######## block 1 ########
Figure 1. Supply network (block 1).
Scale: 8 px per um. Pins as bars on the die edge.
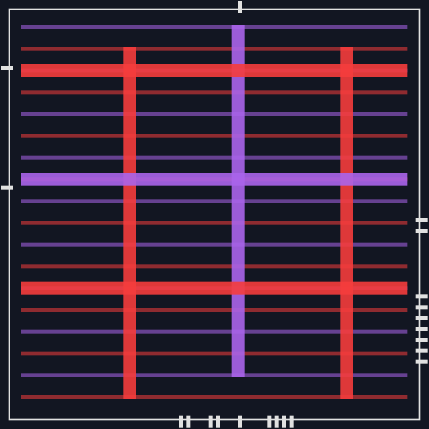

<file path="config.mk">
export PLATFORM = sky130hd
export DESIGN_NAME = stage_sequencer
export DESIGN_NICKNAME = d
export VERILOG_FILES = /design/src/rtl/seq_pkg.sv /design/src/rtl/stage_watchdog.sv /design/src/rtl/stage_sequencer.sv
export SDC_FILE = /design/constraint.sdc
export NUM_CORES = 1
export LEC_CHECK = 0
export CORE_UTILIZATION = 42
export DETAILED_ROUTE_END_ITERATION = 12
export GPL_TIMING_DRIVEN = 0
export PLACE_DENSITY = 0.7
export REMOVE_ABC_BUFFERS = 1
export SLEW_MARGIN = 40
export SYNTH_ARGS = -nofsm -noshare
export SYNTH_HDL_FRONTEND = slang
export SYNTH_SLANG_ARGS = --single-unit
</file>
<file path="constraint.sdc">
create_clock -name clk -period 1.8 [get_ports clk]
set_input_delay 0.18 -clock clk [delete_from_list [all_inputs] [get_ports clk]]
set_output_delay 0.18 -clock clk [all_outputs]
set_load 0.005 [all_outputs]
</file>
<file path="src/rtl/seq_pkg.sv">
// seq_pkg: state encoding and default acknowledge timeout shared by stage_sequencer and stage_watchdog
package seq_pkg;
    typedef enum logic [2:0] {
        S_IDLE, S_FETCH, S_DECODE, S_EXEC, S_MEM, S_WB, S_HALTED, S_ERROR
    } seq_state_e;
    localparam int SEQ_TIMEOUT_DEFAULT = 16;
endpackage

</file>
<file path="src/rtl/stage_watchdog.sv">
// stage_watchdog: per-state wait counter, cleared on state entry, flags timeout on the last allowed waiting cycle
module stage_watchdog
    import seq_pkg::*;
#(
    parameter int TIMEOUT_CYCLES = SEQ_TIMEOUT_DEFAULT
) (
    input  logic       clk,
    input  logic       reset,
    input  logic       clr,
    input  logic       waiting,
    output logic [7:0] cnt,
    output logic       timeout
);
    logic [7:0] cnt_q, cnt_d;
    always_comb cnt_d = clr ? 8'd0 : waiting ? cnt_q + 8'd1 : cnt_q;
    always_ff @(posedge clk) begin
        if (reset) cnt_q <= 8'd0;
        else       cnt_q <= cnt_d;
    end
    assign cnt     = cnt_q;
    assign timeout = waiting && cnt_q == 8'(TIMEOUT_CYCLES - 1);
endmodule

</file>
<file path="src/rtl/stage_sequencer.sv">
// stage_sequencer: FETCH/DECODE/EXEC/MEM/WB go/ack sequencer with halt and ack timeout.
// Defining SEQ_PERF_CNT_EN adds retired_cnt and cycle_cnt outputs.
module stage_sequencer
    import seq_pkg::*;
#(
    parameter int TIMEOUT_CYCLES = SEQ_TIMEOUT_DEFAULT
) (
    input  logic        clk,
    input  logic        reset,
    input  logic        start,
    input  logic        halt_req,
    input  logic        IF_kick_up,
    input  logic        ID_kick_up,
    input  logic        EX_kick_up,
    input  logic        MEM_kick_up,
    input  logic        WB_kick_up,
    input  logic        Controller_memaccess,
    output logic        fetch_go,
    output logic        decode_go,
    output logic        exec_go,
    output logic        mem_go,
    output logic        wb_go,
    output logic        pc_update,
    output logic        busy,
    output logic        seq_error,
    output logic [2:0]  seq_state
`ifdef SEQ_PERF_CNT_EN
    ,
    output logic [31:0] retired_cnt,
    output logic [31:0] cycle_cnt
`endif
);
    seq_state_e state_q, state_d;
    logic       halt_q, halt_d, mem_q, mem_d;
    logic       stage, ack, waiting, clr, timeout, first;
    logic [7:0] wait_cnt;

    assign stage   = state_q inside {S_FETCH, S_DECODE, S_EXEC, S_MEM, S_WB};
    assign ack     = (state_q == S_FETCH  && IF_kick_up)  || (state_q == S_DECODE && ID_kick_up) ||
                     (state_q == S_EXEC   && EX_kick_up)  || (state_q == S_MEM    && MEM_kick_up) ||
                     (state_q == S_WB     && WB_kick_up);
    assign waiting = stage && !ack;

    always_comb begin
        state_d = state_q;
        case (state_q)
            S_IDLE:   state_d = halt_req ? S_HALTED : start ? S_FETCH : S_IDLE;
            S_FETCH:  state_d = timeout ? S_ERROR : ack ? S_DECODE : S_FETCH;
            S_DECODE: state_d = timeout ? S_ERROR : ack ? S_EXEC : S_DECODE;
            S_EXEC:   state_d = timeout ? S_ERROR : ack ? (mem_q ? S_MEM : S_WB) : S_EXEC;
            S_MEM:    state_d = timeout ? S_ERROR : ack ? S_WB : S_MEM;
            S_WB:     state_d = timeout ? S_ERROR : ack ? ((halt_q || halt_req) ? S_HALTED : S_FETCH) : S_WB;
            default:  state_d = state_q;
        endcase
        clr    = state_d != state_q;
        halt_d = (state_d == S_HALTED) ? 1'b0 : (halt_q || halt_req);
        mem_d  = (state_q == S_DECODE && ID_kick_up) ? Controller_memaccess : mem_q;
    end

    always_ff @(posedge clk) begin
        if (reset) begin
            state_q <= S_IDLE;
            halt_q  <= 1'b0;
            mem_q   <= 1'b0;
        end else begin
            state_q <= state_d;
            halt_q  <= halt_d;
            mem_q   <= mem_d;
        end
    end

    stage_watchdog #(.TIMEOUT_CYCLES(TIMEOUT_CYCLES)) u_watchdog (
        .clk     (clk),
        .reset   (reset),
        .clr     (clr),
        .waiting (waiting),
        .cnt     (wait_cnt),
        .timeout (timeout)
    );

    // The wait counter is zero only in the entry cycle of a stage, so it doubles as the go strobe.
    assign first     = wait_cnt == 8'd0;
    assign fetch_go  = state_q == S_FETCH  && first;
    assign decode_go = state_q == S_DECODE && first;
    assign exec_go   = state_q == S_EXEC   && first;
    assign mem_go    = state_q == S_MEM    && first;
    assign wb_go     = state_q == S_WB     && first;
    assign pc_update = state_q == S_WB && WB_kick_up && !reset;
    assign busy      = stage;
    assign seq_error = state_q == S_ERROR;
    assign seq_state = state_q;

`ifdef SEQ_PERF_CNT_EN
    logic [31:0] retired_cnt_q, retired_cnt_d, cycle_cnt_q, cycle_cnt_d;
    always_comb begin
        retired_cnt_d = retired_cnt_q + {31'd0, pc_update};
        cycle_cnt_d   = cycle_cnt_q + {31'd0, busy};
    end
    always_ff @(posedge clk) begin
        if (reset) begin
            retired_cnt_q <= 32'd0;
            cycle_cnt_q   <= 32'd0;
        end else begin
            retired_cnt_q <= retired_cnt_d;
            cycle_cnt_q   <= cycle_cnt_d;
        end
    end
    assign retired_cnt = retired_cnt_q;
    assign cycle_cnt   = cycle_cnt_q;
`endif
endmodule
</file>
######## block 2 ########
<file path="src/rtl/decimator_avg_if.sv">
// Sample-stream interface of the boxcar decimator: 48 kHz input side,
// low-rate averaged output side plus status.
interface decimator_avg_if #(
   parameter int DW = 18,
   parameter int NW = 4
);
   logic                 i_endatain;
   logic [NW-1:0]        i_nfreq;
   logic signed [DW-1:0] i_datain;
   logic signed [DW-1:0] o_dataout;
   logic                 o_endataout;
   logic                 o_busy;
   logic                 o_overrun;

   modport master (
      output i_endatain, i_nfreq, i_datain,
      input  o_dataout, o_endataout, o_busy, o_overrun
   );

   modport slave (
      input  i_endatain, i_nfreq, i_datain,
      output o_dataout, o_endataout, o_busy, o_overrun
   );
endinterface

</file>
<file path="src/rtl/decimator_avg.sv">
// Boxcar decimator: sums Nfreq samples and divides by Nfreq with a serial restoring divider.
// Optional DECIMATOR_ROUND_EN selects round-half-away-from-zero instead of truncation.
module decimator_avg #(
   parameter int DW = 18,
   parameter int NW = 4,
   parameter int AW = DW + NW
) (
   input logic            i_clock,
   input logic            i_reset_n,
   decimator_avg_if.slave bus
);
   localparam int IW = $clog2(AW);

   typedef enum logic [1:0] {IDLE, DIV, DONE} state_t;

   state_t               r_state, w_state_nxt;
   logic [NW-1:0]        r_nf_l, r_cnt, r_div, r_rem;
   logic signed [AW-1:0] r_accum;
   logic [AW-1:0]        r_dvd;
   logic [IW-1:0]        r_iter;
   logic                 r_sign;
   logic signed [DW-1:0] r_dataout;
   logic                 r_endataout, r_overrun;

   logic [NW-1:0]        w_nf_in, w_nf_cur;
   logic                 w_last, w_accept, w_ge;
   logic signed [AW-1:0] w_sext, w_sum;
   logic [AW-1:0]        w_abs, w_dvd_ld;
   logic [NW:0]          w_rem_sh, w_rem_nx;
   logic [DW-1:0]        w_res;

   // The factor in force is the live input on a block's first sample, the latched one after.
   assign w_nf_in  = (bus.i_nfreq == '0) ? NW'(1) : bus.i_nfreq;
   assign w_nf_cur = (r_cnt == '0) ? w_nf_in : r_nf_l;
   assign w_last   = bus.i_endatain && (r_cnt == w_nf_cur - NW'(1));
   assign w_accept = w_last && (r_state != DIV);

   assign w_sext = {{(AW-DW){bus.i_datain[DW-1]}}, bus.i_datain};
   assign w_sum  = r_accum + w_sext;
   assign w_abs  = w_sum[AW-1] ? (~w_sum + AW'(1)) : w_sum;

`ifdef DECIMATOR_ROUND_EN
   assign w_dvd_ld = w_abs + AW'(w_nf_cur >> 1);
`else
   assign w_dvd_ld = w_abs;
`endif

   // Remainder stays below the divisor, so NW bits hold it between steps.
   assign w_rem_sh = {r_rem, r_dvd[AW-1]};
   assign w_ge     = (w_rem_sh >= {1'b0, r_div});
   assign w_rem_nx = w_ge ? (w_rem_sh - {1'b0, r_div}) : w_rem_sh;
   assign w_res    = r_sign ? (~r_dvd[DW-1:0] + DW'(1)) : r_dvd[DW-1:0];

   always_ff @(posedge i_clock or negedge i_reset_n) begin
      if (!i_reset_n) r_state <= IDLE;
      else            r_state <= w_state_nxt;
   end

   always_comb begin
      w_state_nxt = r_state;
      case (r_state)
         IDLE:    if (w_accept) w_state_nxt = DIV;
         DIV:     if (r_iter == IW'(AW-1)) w_state_nxt = DONE;
         DONE:    w_state_nxt = w_accept ? DIV : IDLE;
         default: w_state_nxt = IDLE;
      endcase
   end

   always_ff @(posedge i_clock or negedge i_reset_n) begin
      if (!i_reset_n) begin
         r_nf_l      <= NW'(1);
         r_cnt       <= '0;
         r_accum     <= '0;
         r_div       <= NW'(1);
         r_rem       <= '0;
         r_dvd       <= '0;
         r_iter      <= '0;
         r_sign      <= 1'b0;
         r_dataout   <= '0;
         r_endataout <= 1'b0;
         r_overrun   <= 1'b0;
      end else begin
         if (bus.i_endatain) begin
            if (r_cnt == '0) r_nf_l <= w_nf_in;
            if (w_last) begin
               r_accum <= '0;
               r_cnt   <= '0;
            end else begin
               r_accum <= w_sum;
               r_cnt   <= r_cnt + NW'(1);
            end
         end

         if (w_accept) begin
            r_dvd  <= w_dvd_ld;
            r_sign <= w_sum[AW-1];
            r_div  <= w_nf_cur;
            r_rem  <= '0;
            r_iter <= '0;
         end else if (r_state == DIV) begin
            r_rem  <= w_rem_nx[NW-1:0];
            r_dvd  <= {r_dvd[AW-2:0], w_ge};
            r_iter <= r_iter + IW'(1);
         end

         if (w_last && r_state == DIV) r_overrun <= 1'b1;

         r_endataout <= (r_state == DONE);
         if (r_state == DONE) r_dataout <= w_res;
      end
   end

   assign bus.o_dataout   = r_dataout;
   assign bus.o_endataout = r_endataout;
   assign bus.o_busy      = (r_state == DIV);
   assign bus.o_overrun   = r_overrun;
endmodule

</file>
<file path="src/flat_wrapper.sv">
// flat-port wrapper written by rule: the top's interface ports become plain ports
module decimator_avg_flat 
#(
   parameter int DW = 18,
   parameter int NW = 4,
   parameter int AW = DW + NW
)
  (i_clock, i_reset_n, bus_i_endatain, bus_i_nfreq, bus_i_datain, bus_o_dataout, bus_o_endataout, bus_o_busy, bus_o_overrun);
  decimator_avg_if #(.DW(DW), .NW(NW)) bus_i ();
  input logic i_clock;
  input logic i_reset_n;
  input wire logic [$bits(bus_i.i_endatain)-1:0] bus_i_endatain;
  input wire logic [$bits(bus_i.i_nfreq)-1:0] bus_i_nfreq;
  input wire logic [$bits(bus_i.i_datain)-1:0] bus_i_datain;
  output wire logic [$bits(bus_i.o_dataout)-1:0] bus_o_dataout;
  output wire logic [$bits(bus_i.o_endataout)-1:0] bus_o_endataout;
  output wire logic [$bits(bus_i.o_busy)-1:0] bus_o_busy;
  output wire logic [$bits(bus_i.o_overrun)-1:0] bus_o_overrun;
  assign bus_i.i_endatain = bus_i_endatain;
  assign bus_i.i_nfreq = bus_i_nfreq;
  assign bus_i.i_datain = bus_i_datain;
  assign bus_o_dataout = bus_i.o_dataout;
  assign bus_o_endataout = bus_i.o_endataout;
  assign bus_o_busy = bus_i.o_busy;
  assign bus_o_overrun = bus_i.o_overrun;
  decimator_avg #(.DW(DW), .NW(NW), .AW(AW)) u_core (.i_clock(i_clock), .i_reset_n(i_reset_n), .bus(bus_i));
endmodule
</file>
<file path="config.mk">
export PLATFORM = sky130hd
export DESIGN_NAME = decimator_avg_flat
export DESIGN_NICKNAME = d
export VERILOG_FILES = /design/src/rtl/decimator_avg_if.sv /design/src/rtl/decimator_avg.sv /design/src/flat_wrapper.sv
export SDC_FILE = /design/constraint.sdc
export NUM_CORES = 1
export LEC_CHECK = 0
export ABC_AREA = 1
export ABC_CLOCK_PERIOD_IN_PS = 6200
export CAP_MARGIN = 10
export CORE_AREA = 2 2 133 161
export CTS_CLUSTER_DIAMETER = 60
export DETAILED_ROUTE_END_ITERATION = 6
export DIE_AREA = 0 0 135 163
export GPL_ROUTABILITY_DRIVEN = 0
export SLEW_MARGIN = 20
export SYNTH_ARGS = -nofsm -noshare
export SYNTH_HDL_FRONTEND = slang
export SYNTH_SLANG_ARGS = --single-unit
</file>
<file path="constraint.sdc">
create_clock -name i_clock -period 6.2 [get_ports i_clock]
set_input_delay 0.62 -clock i_clock [delete_from_list [all_inputs] [get_ports i_clock]]
set_output_delay 0.62 -clock i_clock [all_outputs]
set_load 0.1 [all_outputs]
</file>
######## block 3 ########
[src/rtl/uart_tx_drain_if.sv]
// Read-side handshake between uart_tx_drain and the upstream FIFO it empties.
interface uart_tx_drain_if #(
    parameter int DATA_WIDTH = 8
);
    logic                  rd_ready;
    logic                  rd_val;
    logic [DATA_WIDTH-1:0] rd_data;
    logic                  rd_en;

    // The transmitter pulls words: it issues rd_en and consumes the FIFO's status/data.
    modport master (
        input  rd_ready,
        input  rd_val,
        input  rd_data,
        output rd_en
    );

    // The FIFO side answers rd_en with rd_val/rd_data one cycle later.
    modport slave (
        output rd_ready,
        output rd_val,
        output rd_data,
        input  rd_en
    );
endinterface

[src/rtl/uart_tx_drain.sv]
// uart_tx_drain: fetches one word at a time from an upstream FIFO and shifts it
// out as a serial frame (start, LSB-first data, optional even parity, stop).
module uart_tx_drain #(
    parameter int DATA_WIDTH   = 8,
    parameter int CLKS_PER_BIT = 16,
    parameter int PARITY_EN    = 0
) (
    input  logic            clk,
    input  logic            reset,
    uart_tx_drain_if.master rd,
    output logic            tx,
    output logic            busy,
    output logic            tx_done
);
    localparam int CNT_W = $clog2(CLKS_PER_BIT);
    localparam int BIT_W = $clog2(DATA_WIDTH + 1);
    localparam logic [CNT_W-1:0] BAUD_LAST = CNT_W'(CLKS_PER_BIT - 1);
    localparam logic [CNT_W-1:0] BAUD_ONE  = CNT_W'(1);
    localparam logic [BIT_W-1:0] BIT_LAST  = BIT_W'(DATA_WIDTH - 1);
    localparam logic [BIT_W-1:0] BIT_ONE   = BIT_W'(1);

    typedef enum logic [2:0] {
        S_IDLE,
        S_FETCH,
        S_WAIT,
        S_START,
        S_DATA,
        S_PARITY,
        S_STOP
    } state_t;

    state_t                state_q, state_d;
    logic [CNT_W-1:0]      baud_q, baud_d;
    logic [BIT_W-1:0]      bit_q, bit_d;
    logic [DATA_WIDTH-1:0] shift_q, shift_d;
    logic                  parity_q, parity_d;
    logic                  tx_q, tx_d;
    logic                  rd_en_q, rd_en_d;
    logic                  tx_done_q, tx_done_d;
    logic                  baud_last;

    assign baud_last = (baud_q == BAUD_LAST);

    // State and all registered outputs; reset drops the frame and parks the line high.
    always_ff @(posedge clk or negedge reset) begin
        if (!reset) begin
            state_q   <= S_IDLE;
            baud_q    <= '0;
            bit_q     <= '0;
            shift_q   <= '0;
            parity_q  <= 1'b0;
            tx_q      <= 1'b1;
            rd_en_q   <= 1'b0;
            tx_done_q <= 1'b0;
        end else begin
            state_q   <= state_d;
            baud_q    <= baud_d;
            bit_q     <= bit_d;
            shift_q   <= shift_d;
            parity_q  <= parity_d;
            tx_q      <= tx_d;
            rd_en_q   <= rd_en_d;
            tx_done_q <= tx_done_d;
        end
    end

    // Next-state logic: the baud counter restarts at every bit boundary so bit lengths never drift.
    always_comb begin
        state_d  = state_q;
        baud_d   = baud_q;
        bit_d    = bit_q;
        shift_d  = shift_q;
        parity_d = parity_q;
        unique case (state_q)
            S_IDLE: begin
                if (rd.rd_ready) begin
                    state_d = S_FETCH;
                end
            end
            S_FETCH: begin
                // The request is already out; a late drop of rd_ready cannot retract it.
                state_d = S_WAIT;
            end
            S_WAIT: begin
                if (rd.rd_val) begin
                    shift_d  = rd.rd_data;
                    parity_d = ^rd.rd_data;
                    baud_d   = '0;
                    bit_d    = '0;
                    state_d  = S_START;
                end else begin
                    state_d = S_IDLE;
                end
            end
            S_START: begin
                if (baud_last) begin
                    baud_d  = '0;
                    state_d = S_DATA;
                end else begin
                    baud_d = baud_q + BAUD_ONE;
                end
            end
            S_DATA: begin
                if (baud_last) begin
                    baud_d  = '0;
                    shift_d = shift_q >> 1;
                    if (bit_q == BIT_LAST) begin
                        bit_d   = '0;
                        state_d = (PARITY_EN != 0) ? S_PARITY : S_STOP;
                    end else begin
                        bit_d = bit_q + BIT_ONE;
                    end
                end else begin
                    baud_d = baud_q + BAUD_ONE;
                end
            end
            S_PARITY: begin
                if (baud_last) begin
                    baud_d  = '0;
                    state_d = S_STOP;
                end else begin
                    baud_d = baud_q + BAUD_ONE;
                end
            end
            S_STOP: begin
                if (baud_last) begin
                    baud_d  = '0;
                    state_d = S_IDLE;
                end else begin
                    baud_d = baud_q + BAUD_ONE;
                end
            end
            default: begin
                state_d = S_IDLE;
            end
        endcase
    end

    // Output decode from the upcoming state, so the registered outputs line up with it.
    always_comb begin
        tx_d      = 1'b1;
        rd_en_d   = (state_d == S_FETCH);
        tx_done_d = (state_d == S_STOP) && (baud_d == BAUD_LAST);
        unique case (state_d)
            S_START:  tx_d = 1'b0;
            S_DATA:   tx_d = shift_d[0];
            S_PARITY: tx_d = parity_d;
            default:  tx_d = 1'b1;
        endcase
    end

    assign tx       = tx_q;
    assign rd.rd_en = rd_en_q;
    assign tx_done  = tx_done_q;
    assign busy     = (state_q != S_IDLE);
endmodule
[src/flat_wrapper.sv]
// flat-port wrapper written by rule: the top's interface ports become plain ports
module uart_tx_drain_flat 
#(
    parameter int DATA_WIDTH   = 8,
    parameter int CLKS_PER_BIT = 16,
    parameter int PARITY_EN    = 0
)
  (clk, reset, tx, busy, tx_done, rd_rd_ready, rd_rd_val, rd_rd_data, rd_rd_en);
  uart_tx_drain_if #(.DATA_WIDTH(DATA_WIDTH)) rd_i ();
  input  logic clk;
  input  logic reset;
  output logic tx;
  output logic busy;
  output logic tx_done;
  input wire logic [$bits(rd_i.rd_ready)-1:0] rd_rd_ready;
  input wire logic [$bits(rd_i.rd_val)-1:0] rd_rd_val;
  input wire logic [$bits(rd_i.rd_data)-1:0] rd_rd_data;
  output wire logic [$bits(rd_i.rd_en)-1:0] rd_rd_en;
  assign rd_i.rd_ready = rd_rd_ready;
  assign rd_i.rd_val = rd_rd_val;
  assign rd_i.rd_data = rd_rd_data;
  assign rd_rd_en = rd_i.rd_en;
  uart_tx_drain #(.DATA_WIDTH(DATA_WIDTH), .CLKS_PER_BIT(CLKS_PER_BIT), .PARITY_EN(PARITY_EN)) u_core (.clk(clk), .reset(reset), .rd(rd_i), .tx(tx), .busy(busy), .tx_done(tx_done));
endmodule
[config.mk]
export PLATFORM = sky130hd
export DESIGN_NAME = uart_tx_drain_flat
export DESIGN_NICKNAME = d
export VERILOG_FILES = /design/src/rtl/uart_tx_drain_if.sv /design/src/rtl/uart_tx_drain.sv /design/src/flat_wrapper.sv
export SDC_FILE = /design/constraint.sdc
export NUM_CORES = 1
export LEC_CHECK = 0
export CORE_MARGIN = 1.5
export CORE_UTILIZATION = 45
export DETAILED_ROUTE_END_ITERATION = 10
export GPL_TIMING_DRIVEN = 1
export MAX_ROUTING_LAYER = met4
export PLACE_DENSITY = 0.67
export SLEW_MARGIN = 15
export SYNTH_ARGS = -nofsm -noshare
export SYNTH_HDL_FRONTEND = slang
export SYNTH_SLANG_ARGS = --single-unit
[constraint.sdc]
create_clock -name clk -period 2.52 [get_ports clk]
set_input_delay 0.63 -clock clk [delete_from_list [all_inputs] [get_ports clk]]
set_output_delay 0.63 -clock clk [all_outputs]
set_load 0.05 [all_outputs]
Figure 2. M2 wires (block 1).
Scale: 8 px per um.
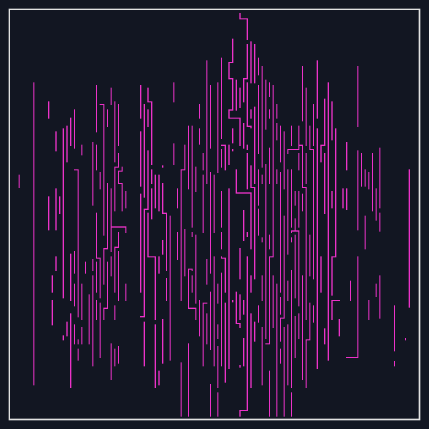
main direction	vertical
wire length on this layer	1540 um
longest straight run	37.7 um
share of all routed wire	53%

Notes on Figure 1 above:
color	net
red	VSS
purple	VDD
signal pins	21
rows	17
met4 straps	3
met1 rails	18

==> summary.txt, block 1 <==
impl run done, here's what came out: setup TNS 0 ps, crit start category flip-flop, status finished clean, Hold WC Path Type in -> reg, IO Pins 21, Synth Flop Type dfxtp_1, nets@finish 175, # DRC 0, global-route wire length before repair 4.51 mm, final instance area 0.00148 sq mm, placed cell count 170, Comb area 816 sq um, initial antenna violation count 0, dominant kind of combinational cell simple AND/OR/NAND/NOR gates, CP Max Fanout 13
[block 1: layout make-up]
cell class | count | share of cell area (%)
Tap cell | 28 | 2.36
Clock buffer | 4 | 1.77
Sequential cell | 13 | 18.5
Inverter | 6 | 1.52
Timing Repair Buffer | 36 | 20.8
Multi-Input combinational cell | 103 | 55.0
[block 1: critical path, cell delays in order, from the launching register on]
cell and delay (ps):
dfxtp_4 400, nand2b_1 230, or4_4 570, a41o_1 220, o2111ai_4 170, a21oi_1 60
[block 1: metal layers]
layer | vias to the layer above | global-route usage [%] | wire [um]
met1 | 542 | 25.5 | 1170
met4 | 0 | 8.33 | 57
met5 | - | 0 | 0
met3 | 6 | 3.87 | 124
met2 | 36 | 43.2 | 1540
li1 | 531 | - | -
[block 1: state kept, by name (all words and copies together) (netlist names)]
register / cells
u_watchdog.cnt: 8
halt_q: 1
seq_state: 3
mem_q: 1
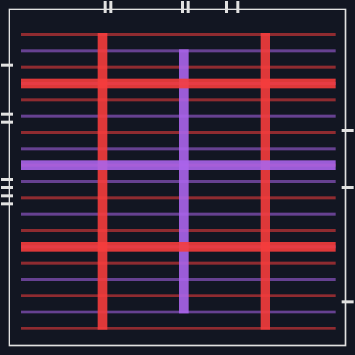
Figure 3: block 3, supply network.
Scale: 6 px per um. Pins as bars on the die edge.
color	net
red	VSS
purple	VDD
rows	18
met4 straps	3

==> summary.txt, block 3 <==
impl run done, here's what came out: status finished clean, utilization after layout 56.1%, largest net degree at the start of global routing 15, global route overflow 0, global-route wire length before repair 4.40 mm, die height 55.8 um, Post-synth EDFFs 0, Sinks on Clock Net 23, Pre-Place Util 48.8%, CTS Buf Count 3, reg2reg end u_core.shift_q[6]$_DFFE_PN0P_, Root Buffer clkbuf_4, final instance area 0.00144 sq mm, share of layout cells above drive strength 1 7.86%, placeable core area 0.00257 sq mm, CTS tree done, initial antenna violation count 0, largest area contributor in the netlist dfrtp_1, CP endpoint tx, # Post-CTS Setup Buffers 0, Area leader share 43.9%
block 3: flip-flops by register name, indices dropped and copies added, names as in the netlist:
name / flops
u_core.rd.rd_en: 1
u_core.shift_q: 8
u_core.parity_q: 1
u_core.state_q: 3
u_core.baud_q: 4
u_core.tx_done: 1
u_core.tx: 1
u_core.bit_q: 4
block 3: cell usage after synthesis, drive strengths merged, types with 2 or more instances:
library cell / count
xnor2: 7
nand2: 6
ha: 2
clkbuf: 2
a21o: 3
nand2b: 2
a222oi: 6
nand3: 6
nor2: 6
buf: 5
and3b: 2
o21ai: 6
nor3: 4
inv: 11
a21oi: 4
nand3b: 2
or3: 2
a21boi: 2
nor3b: 4
a22o: 4
dfrtp: 22
and4bb: 2
block 3: worst reg2reg max path, delay by kind of cell (launching register included):
family          cells  cell delay [ps]
flops               1              450
compound gates      2              650
buf+inv             1               70
fa+ha+maj           1              260
simple gates        2              450
block 3: layer usage:
layer  GRT usage [%]  vias up
met5               -        -
met4            7.32        0
met3            2.56        2
met2            30.8       12
met1            22.6      461
li1                -      488
block 3: repair_timing:
item                       4_1_cts  5_1_grt
gates resized                    1        0
setup endpoints to repair        1        0
hold buffers                     0        0
Figure 4. M2 wires (block 2).
Scale: 2 px per um.
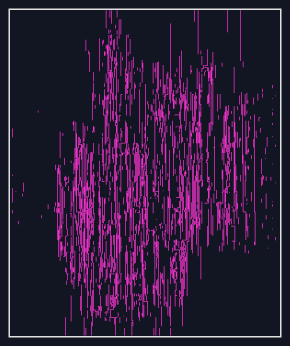
longest straight run	48.6 um
wire length on this layer	7740 um

==> summary.txt, block 2 <==
impl run done, here's what came out: Synth top cells by count 270 x nand2_1, 109 x inv_1, 86 x dfrtp_1, 75 x o21ai_0, 68 x nand3_1, drt total wl 15.8 mm, YS chip area 0.00607 sq mm, routed length per instance 13.3 um, Arrival @ worst endpoint 2860 ps, Rel. slew slack 29.6%, worst r2r src u_core.r_cnt[0]$_DFFE_PN0P_, status finished clean, layout filler cell count 2274, RSZ-0062 raised after global routing no, reg2reg end u_core.r_dvd[16]$_DFFE_PN0P_, critical path required time 5580 ps, Yosys reg bits 88, IO Pins 46, Pre-antenna DRT Iters 4, AND/OR/NAND/NOR Cells, Area Fraction 29.3%, n_taps 270, top routing layer in use met4, CP endpoint bus_o_busy
==> block 2: metrics by stage <==
stage                     setup slack [ps]  hold WS [ps]
after global placement                2450           460
after CTS                             2690           141
final                                 2720           143
after global routing                  2450           150
after detailed placement              2430           467
after floorplan                       3520           324
==> block 2: cells by family (layout without fill, tap and decap cells) <==
group	Yosys count	in the layout
AND-OR/OR-AND	150	150
XOR/XNOR	33	33
adder cells (fa/ha/maj)	34	34
buffers and inverters	136	179
flip-flops	88	88
AND/OR/NAND/NOR	433	433
==> block 2: cell usage in the layout (no fill, tap or decap), drive strengths merged <==
cell type	instances
nand2	274
inv	115
o21ai	90
dfrtp	86
nand3	69
nor2	66
clkdlybuf4s50	44
a21oi	38
ha	32
xor2	28
nand4	13
clkbuf	11
nor3	8
o21bai	6
xnor2	5
o22ai	5
clkinv	4
and2	3
o221ai	3
buf	3
a31oi	2
o31ai	2
o211ai	2
fa	2
dfstp	2
a41oi	1
a32o	1
clkinvlp	1
bufinv	1
==> block 2: worst max-delay path, delay by kind of cell (launching register included) <==
family        cells  cell delay, ps
buf+inv           2            1360
flops             1             360
simple gates      1             790

==> notes/layouts.md <==
Pictures saved along the way, in no particular order.

Cell density map.
(a)
Scale: 6 px per um. 11 x 11 tiles, from black (low) to pale yellow (high), 0 to 100% covered.
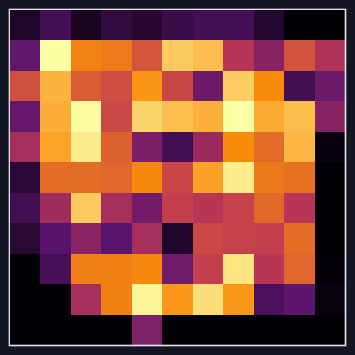
(b)
Scale: 8 px per um. 10 x 10 tiles, from black (low) to pale yellow (high), 0 to 100% covered.
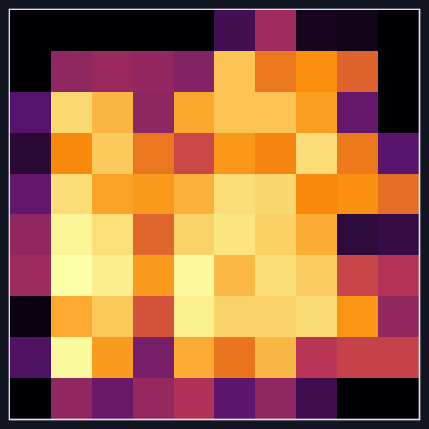
(c)
Scale: 2 px per um. 14 x 16 tiles, from black (low) to pale yellow (high), 0 to 100% covered.
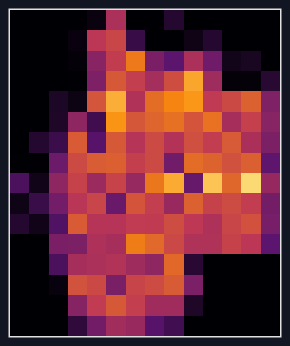
(c) -> block 2
(b) -> block 1
(a) -> block 3
The one with the lowest utilization is (c).
The one with the smallest die is (b).



==> layout pictures side by side <==
Sequential cells grouped by signal name.
panel A
Scale: 6 px per um. Other sequential cells in the stronger gray, the rest of the logic in the fainter gray.
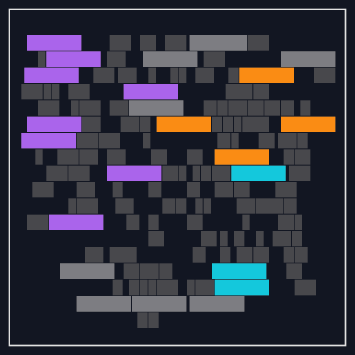
panel B
Scale: 8 px per um. Other sequential cells in the stronger gray, the rest of the logic in the fainter gray.
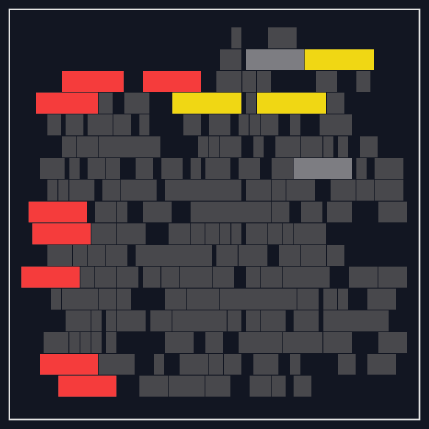
panel C
Scale: 2 px per um. Other sequential cells in the stronger gray, the rest of the logic in the fainter gray.
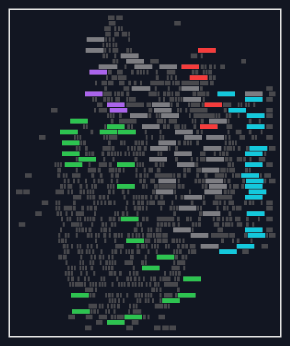
block 3 -> panel A
block 2 -> panel C
block 1 -> panel B
- most cells: panel C
- largest die: panel C

